=== block 1 ===
### Close-up of the layout, block 1

Region (67, 67) to (87, 87) um. Cells in gray, sequential cells in the stronger gray; small squares are vias.
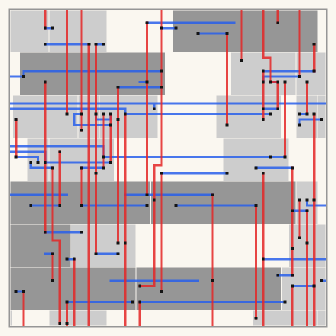

File: src/rtl/pipeline_elastic_stage.sv
// pipeline_elastic_stage
//
// Elastic valid/ready register stage. It carries one packed payload bus between two pipeline
// stages and holds up to DEPTH entries in a small circular buffer. in_ready and out_valid are
// decoded from registered occupancy only, so no combinational path runs from out_ready to
// in_ready. A synchronous flush squashes every held entry. out_data reads as an all-zero bubble
// whenever out_valid is low.
//
// Legacy stall mapping:
//   stall_next_stage        -> out_ready = 0
//   stall of current stage  -> in_valid  = 0
//   bubble                  -> out_valid = 0, out_data = 0
//
// Optional build macro:
//   PIPE_ELASTIC_PERF_EN adds the backpressure_cycles and full_cycles counters. Both are
//   32 bits wide and saturating. rst clears them. flush does not.
//
// Ports:
//   clk                  clock, rising edge
//   rst                  asynchronous active-high reset
//   flush                synchronous squash of all held entries (highest priority)
//   in_valid/in_ready    upstream handshake
//   in_data              upstream payload
//   out_valid/out_ready  downstream handshake
//   out_data             head payload, zero when out_valid = 0
//   occupancy            number of held entries, 0..DEPTH
//   backpressure_cycles  (PIPE_ELASTIC_PERF_EN) cycles with out_valid=1 and out_ready=0
//   full_cycles          (PIPE_ELASTIC_PERF_EN) cycles with the stage full
module pipeline_elastic_stage #(
  parameter int unsigned DATA_WIDTH = 32,
  parameter int unsigned DEPTH      = 2,
  parameter int unsigned CNT_WIDTH  = 5
) (
  input  logic                  clk,
  input  logic                  rst,
  input  logic                  flush,
  input  logic                  in_valid,
  output logic                  in_ready,
  input  logic [DATA_WIDTH-1:0] in_data,
  output logic                  out_valid,
  input  logic                  out_ready,
  output logic [DATA_WIDTH-1:0] out_data,
  output logic [CNT_WIDTH-1:0]  occupancy
`ifdef PIPE_ELASTIC_PERF_EN
  ,
  output logic [31:0]           backpressure_cycles,
  output logic [31:0]           full_cycles
`endif
);

  localparam int unsigned PtrW = (DEPTH > 1) ? $clog2(DEPTH) : 1;

  localparam logic [CNT_WIDTH-1:0] CntFull = CNT_WIDTH'(DEPTH);
  localparam logic [CNT_WIDTH-1:0] CntOne  = CNT_WIDTH'(1);
  localparam logic [PtrW-1:0]      PtrLast = PtrW'(DEPTH - 1);
  localparam logic [PtrW-1:0]      PtrOne  = PtrW'(1);

  logic [DATA_WIDTH-1:0] mem_q [DEPTH];
  logic [CNT_WIDTH-1:0]  count_q, count_d;
  logic [PtrW-1:0]       wr_ptr_q, wr_ptr_d;
  logic [PtrW-1:0]       rd_ptr_q, rd_ptr_d;
  logic                  in_fire, out_fire;

  // Handshake outputs come from registered state only.
  always_comb begin
    in_ready  = (count_q != CntFull);
    out_valid = (count_q != '0);
    out_data  = out_valid ? mem_q[rd_ptr_q] : '0;
    occupancy = count_q;
  end

  assign in_fire  = in_valid & in_ready;
  assign out_fire = out_valid & out_ready;

  // Next state. Pointers wrap by explicit compare because DEPTH need not be a power of two.
  always_comb begin
    wr_ptr_d = wr_ptr_q;
    rd_ptr_d = rd_ptr_q;
    count_d  = count_q;
    if (flush) begin
      wr_ptr_d = '0;
      rd_ptr_d = '0;
      count_d  = '0;
    end else begin
      if (in_fire) begin
        wr_ptr_d = (wr_ptr_q == PtrLast) ? '0 : wr_ptr_q + PtrOne;
      end
      if (out_fire) begin
        rd_ptr_d = (rd_ptr_q == PtrLast) ? '0 : rd_ptr_q + PtrOne;
      end
      unique case ({in_fire, out_fire})
        2'b10:   count_d = count_q + CntOne;
        2'b01:   count_d = count_q - CntOne;
        default: count_d = count_q;
      endcase
    end
  end

  always_ff @(posedge clk or posedge rst) begin
    if (rst) begin
      count_q  <= '0;
      wr_ptr_q <= '0;
      rd_ptr_q <= '0;
    end else begin
      count_q  <= count_d;
      wr_ptr_q <= wr_ptr_d;
      rd_ptr_q <= rd_ptr_d;
    end
  end

  // Storage. Vacated and flushed entries are left as they are because out_data is masked.
  always_ff @(posedge clk or posedge rst) begin
    if (rst) begin
      for (int unsigned i = 0; i < DEPTH; i++) begin
        mem_q[i] <= '0;
      end
    end else if (in_fire && !flush) begin
      mem_q[wr_ptr_q] <= in_data;
    end
  end

`ifdef PIPE_ELASTIC_PERF_EN
  logic [31:0] bp_cnt_q, bp_cnt_d;
  logic [31:0] full_cnt_q, full_cnt_d;

  always_comb begin
    bp_cnt_d   = bp_cnt_q;
    full_cnt_d = full_cnt_q;
    if (out_valid && !out_ready && (bp_cnt_q != 32'hFFFF_FFFF)) begin
      bp_cnt_d = bp_cnt_q + 32'd1;
    end
    if ((count_q == CntFull) && (full_cnt_q != 32'hFFFF_FFFF)) begin
      full_cnt_d = full_cnt_q + 32'd1;
    end
  end

  // flush deliberately does not clear these counters.
  always_ff @(posedge clk or posedge rst) begin
    if (rst) begin
      bp_cnt_q   <= '0;
      full_cnt_q <= '0;
    end else begin
      bp_cnt_q   <= bp_cnt_d;
      full_cnt_q <= full_cnt_d;
    end
  end

  assign backpressure_cycles = bp_cnt_q;
  assign full_cycles         = full_cnt_q;
`endif

endmodule

File: config.mk
export PLATFORM = sky130hd
export DESIGN_NAME = pipeline_elastic_stage
export DESIGN_NICKNAME = d
export VERILOG_FILES = /design/src/rtl/pipeline_elastic_stage.sv
export SDC_FILE = /design/constraint.sdc
export NUM_CORES = 1
export LEC_CHECK = 0
export CORE_MARGIN = 10
export CORE_UTILIZATION = 50
export DETAILED_ROUTE_END_ITERATION = 7
export GPL_TIMING_DRIVEN = 0
export MAX_ROUTING_LAYER = met4
export PLACE_DENSITY_LB_ADDON = 0.25
export SLEW_MARGIN = 20
export SYNTH_ARGS = -nofsm -noshare
export SYNTH_HDL_FRONTEND = slang
export SYNTH_SLANG_ARGS = --single-unit
File: constraint.sdc
create_clock -name clk -period 3.2 [get_ports clk]
set_input_delay 0.64 -clock clk [delete_from_list [all_inputs] [get_ports clk]]
set_output_delay 0.64 -clock clk [all_outputs]
set_load 0.1 [all_outputs]
=== block 2 ===
==> config.mk <==
export PLATFORM = sky130hd
export DESIGN_NAME = fifo_beat_serializer
export DESIGN_NICKNAME = d
export VERILOG_FILES = /design/src/rtl/fifo_serializer_pkg.sv /design/src/rtl/fifo_beat_serializer.sv
export SDC_FILE = /design/constraint.sdc
export NUM_CORES = 1
export LEC_CHECK = 0
export CAP_MARGIN = 20
export CORE_ASPECT_RATIO = 2
export CORE_MARGIN = 1
export CORE_UTILIZATION = 45
export DETAILED_ROUTE_END_ITERATION = 7
export GPL_TIMING_DRIVEN = 0
export MAX_ROUTING_LAYER = met4
export PLACE_DENSITY = 0.77
export SYNTH_ARGS = -nofsm -noshare
export SYNTH_HDL_FRONTEND = slang
export SYNTH_SLANG_ARGS = --single-unit
==> constraint.sdc <==
create_clock -name clock -period 1.9 [get_ports clock]
set_input_delay 0.57 -clock clock [delete_from_list [all_inputs] [get_ports clock]]
set_output_delay 0.57 -clock clock [all_outputs]
set_load 0.01 [all_outputs]
==> src/rtl/fifo_serializer_pkg.sv <==
// Shared types and helpers for the wide-to-narrow FIFO beat serializer.
package fifo_serializer_pkg;

    typedef enum logic {
        IDLE = 1'b0,
        SEND = 1'b1
    } ser_state_t;

    // Beat counter width; a RATIO of 1 still keeps a 1-bit counter.
    function automatic int unsigned beat_bits(input int unsigned ratio);
        int unsigned cb;
        cb = $clog2(ratio);
        return (cb < 1) ? 1 : cb;
    endfunction

endpackage

==> src/rtl/fifo_beat_serializer.sv <==
// Drains wide words from a show-ahead FIFO and writes each one as RATIO narrow
// beats (LSB beat first) into a downstream FIFO write port.
module fifo_beat_serializer
    import fifo_serializer_pkg::*;
#(
    parameter int unsigned IN_WIDTH  = 32,
    parameter int unsigned RATIO     = 4,
    localparam int unsigned OUT_WIDTH = IN_WIDTH / RATIO
) (
    input  logic                 clock,
    input  logic                 reset_n,
    input  logic                 in_empty,
    input  logic [IN_WIDTH-1:0]  in_q,
    output logic                 in_rdreq,
    input  logic                 out_full,
    output logic                 out_wrreq,
    output logic [OUT_WIDTH-1:0] out_data,
    output logic                 out_last,
    output logic [31:0]          words_sent
);

    localparam int unsigned BW = beat_bits(RATIO);

    if (RATIO < 1 || RATIO > 256) begin : g_bad_ratio
        $error("fifo_beat_serializer: RATIO must be in 1..256");
    end else if (IN_WIDTH % RATIO != 0) begin : g_bad_width
        $error("fifo_beat_serializer: IN_WIDTH must be a multiple of RATIO");
    end

    ser_state_t          state_ff;
    logic [IN_WIDTH-1:0] hold_ff;
    logic [BW-1:0]       beat_ff;
    logic [31:0]         words_ff;

    logic held;
    logic fire_last;

    // Every output depends only on registers, out_full and in_empty.
    always_comb begin
        held       = (state_ff == SEND);
        out_wrreq  = held & ~out_full;
        out_data   = hold_ff[int'(beat_ff) * int'(OUT_WIDTH) +: OUT_WIDTH];
        out_last   = held & (beat_ff == BW'(RATIO - 1));
        fire_last  = out_wrreq & out_last;
        in_rdreq   = ~in_empty & (~held | fire_last);
        words_sent = words_ff;
    end

    always_ff @(posedge clock or negedge reset_n) begin
        if (!reset_n) begin
            state_ff <= IDLE;
            hold_ff  <= '0;
            beat_ff  <= '0;
            words_ff <= '0;
        end else begin
            unique case (state_ff)
                IDLE: begin
                    if (in_rdreq) begin
                        hold_ff  <= in_q;
                        beat_ff  <= '0;
                        state_ff <= SEND;
                    end
                end
                SEND: begin
                    if (out_wrreq) begin
                        if (!out_last) begin
                            beat_ff <= beat_ff + 1'b1;
                        end else begin
                            // Popping on the final beat keeps words back-to-back.
                            words_ff <= words_ff + 32'd1;
                            beat_ff  <= '0;
                            if (in_rdreq) begin
                                hold_ff <= in_q;
                            end else begin
                                state_ff <= IDLE;
                            end
                        end
                    end
                end
                default: state_ff <= IDLE;
            endcase
        end
    end

endmodule

### Drive-strength map, block 2

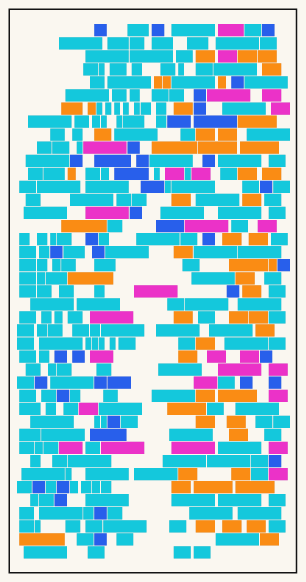
[cyan] drive 1 or less | cells: 221 | share: 65%
[blue] drive 3 to 4 | cells: 41 | share: 12%
[orange] drive 2 | cells: 53 | share: 16%
[magenta] drive 6 and up | cells: 26 | share: 7.6%

==> impl_metrics.json, block 2 <==
{
  "outcome": "finished, violations left",
  "violations": "negative setup slack",
  "mi_logic_area_mm2": 0.001313,
  "startpoint": "beat_ff[0]$_DFFE_PN0P_",
  "slew_headroom_pct": 42.49,
  "taps": 86,
  "setup_viol": 10,
  "syn_inst": 218,
  "ys_types": 27,
  "seq_cells": 67,
  "comb_share_pct": 29.16,
  "max_freq_mhz": 456.9,
  "drt-total-wl_mm": 7.530,
  "setup_ws_ns": -0.2888,
  "n_fill_cell": 482,
  "fp-utilization_pct": 46.85,
  "top_layer": "met4",
  "cp.required_ns": 1.33,
  "row_count": 41,
  "cp-end-kind": "primary output",
  "place_ws_ns": -1.234,
  "synth_flop_count": 67,
  "largest_area_cell": "dfrtp_1",
  "clkbuf_count": 13,
  "drv_cap": 0
}
### Drive-strength map, block 1

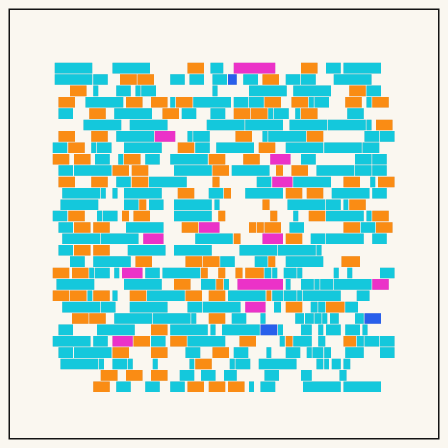
[blue] drive 3 to 4 | cells: 3 | share: 0.84%
[magenta] drive 6 and up | cells: 12 | share: 3.3%
[orange] drive 2 | cells: 112 | share: 31%
[cyan] drive 1 or less | cells: 232 | share: 65%

About 'Close-up of the layout' of block 1:
[blue] met1
[red] met2
cells with their middle in the window: 22
sequential cells in the window: 6
netlist names of flops here include: mem_q (6)
most frequent: dfrtp_1 (6), mux2_2 (4), nor2_1 (4)

==> impl_metrics.json, block 1 <==
{
  "rsz0062_at_grt": "no",
  "buffers": 91,
  "post_cts_resized": 96,
  "setup_viol": 0,
  "tritoncts": "yes",
  "dominant-cell-class": "sequential cells",
  "min_to": "mem_q[14]$_DFFE_PP0P_",
  "taps": 77,
  "synth_area_per_cell_um2": 12.49,
  "critical_path_arrival_ns": 2.44,
  "worst_pin_slew_ns": 0.9713,
  "area_delta_synth_final_pct": 31.49,
  "max_freq_mhz": 324.9,
  "ys_area_mm2": 0.003386,
  "wl_met3_um": 343,
  "outcome": "completed",
  "coreArea_mm2": 0.006459
}


## Gallery

Cell outlines without signal wires.
Plate I
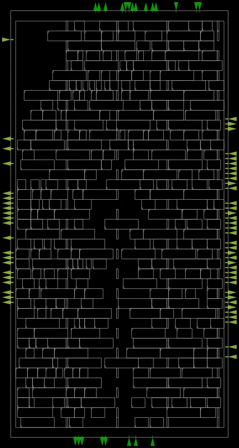
Plate II
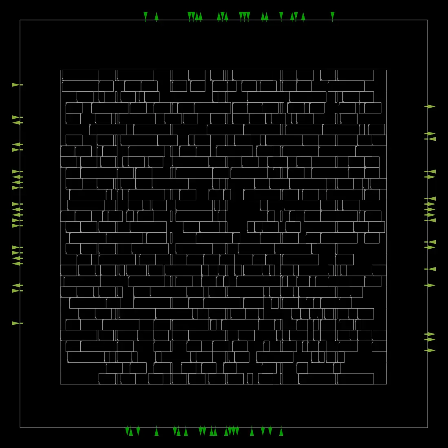
block 1 -> Plate II
block 2 -> Plate I

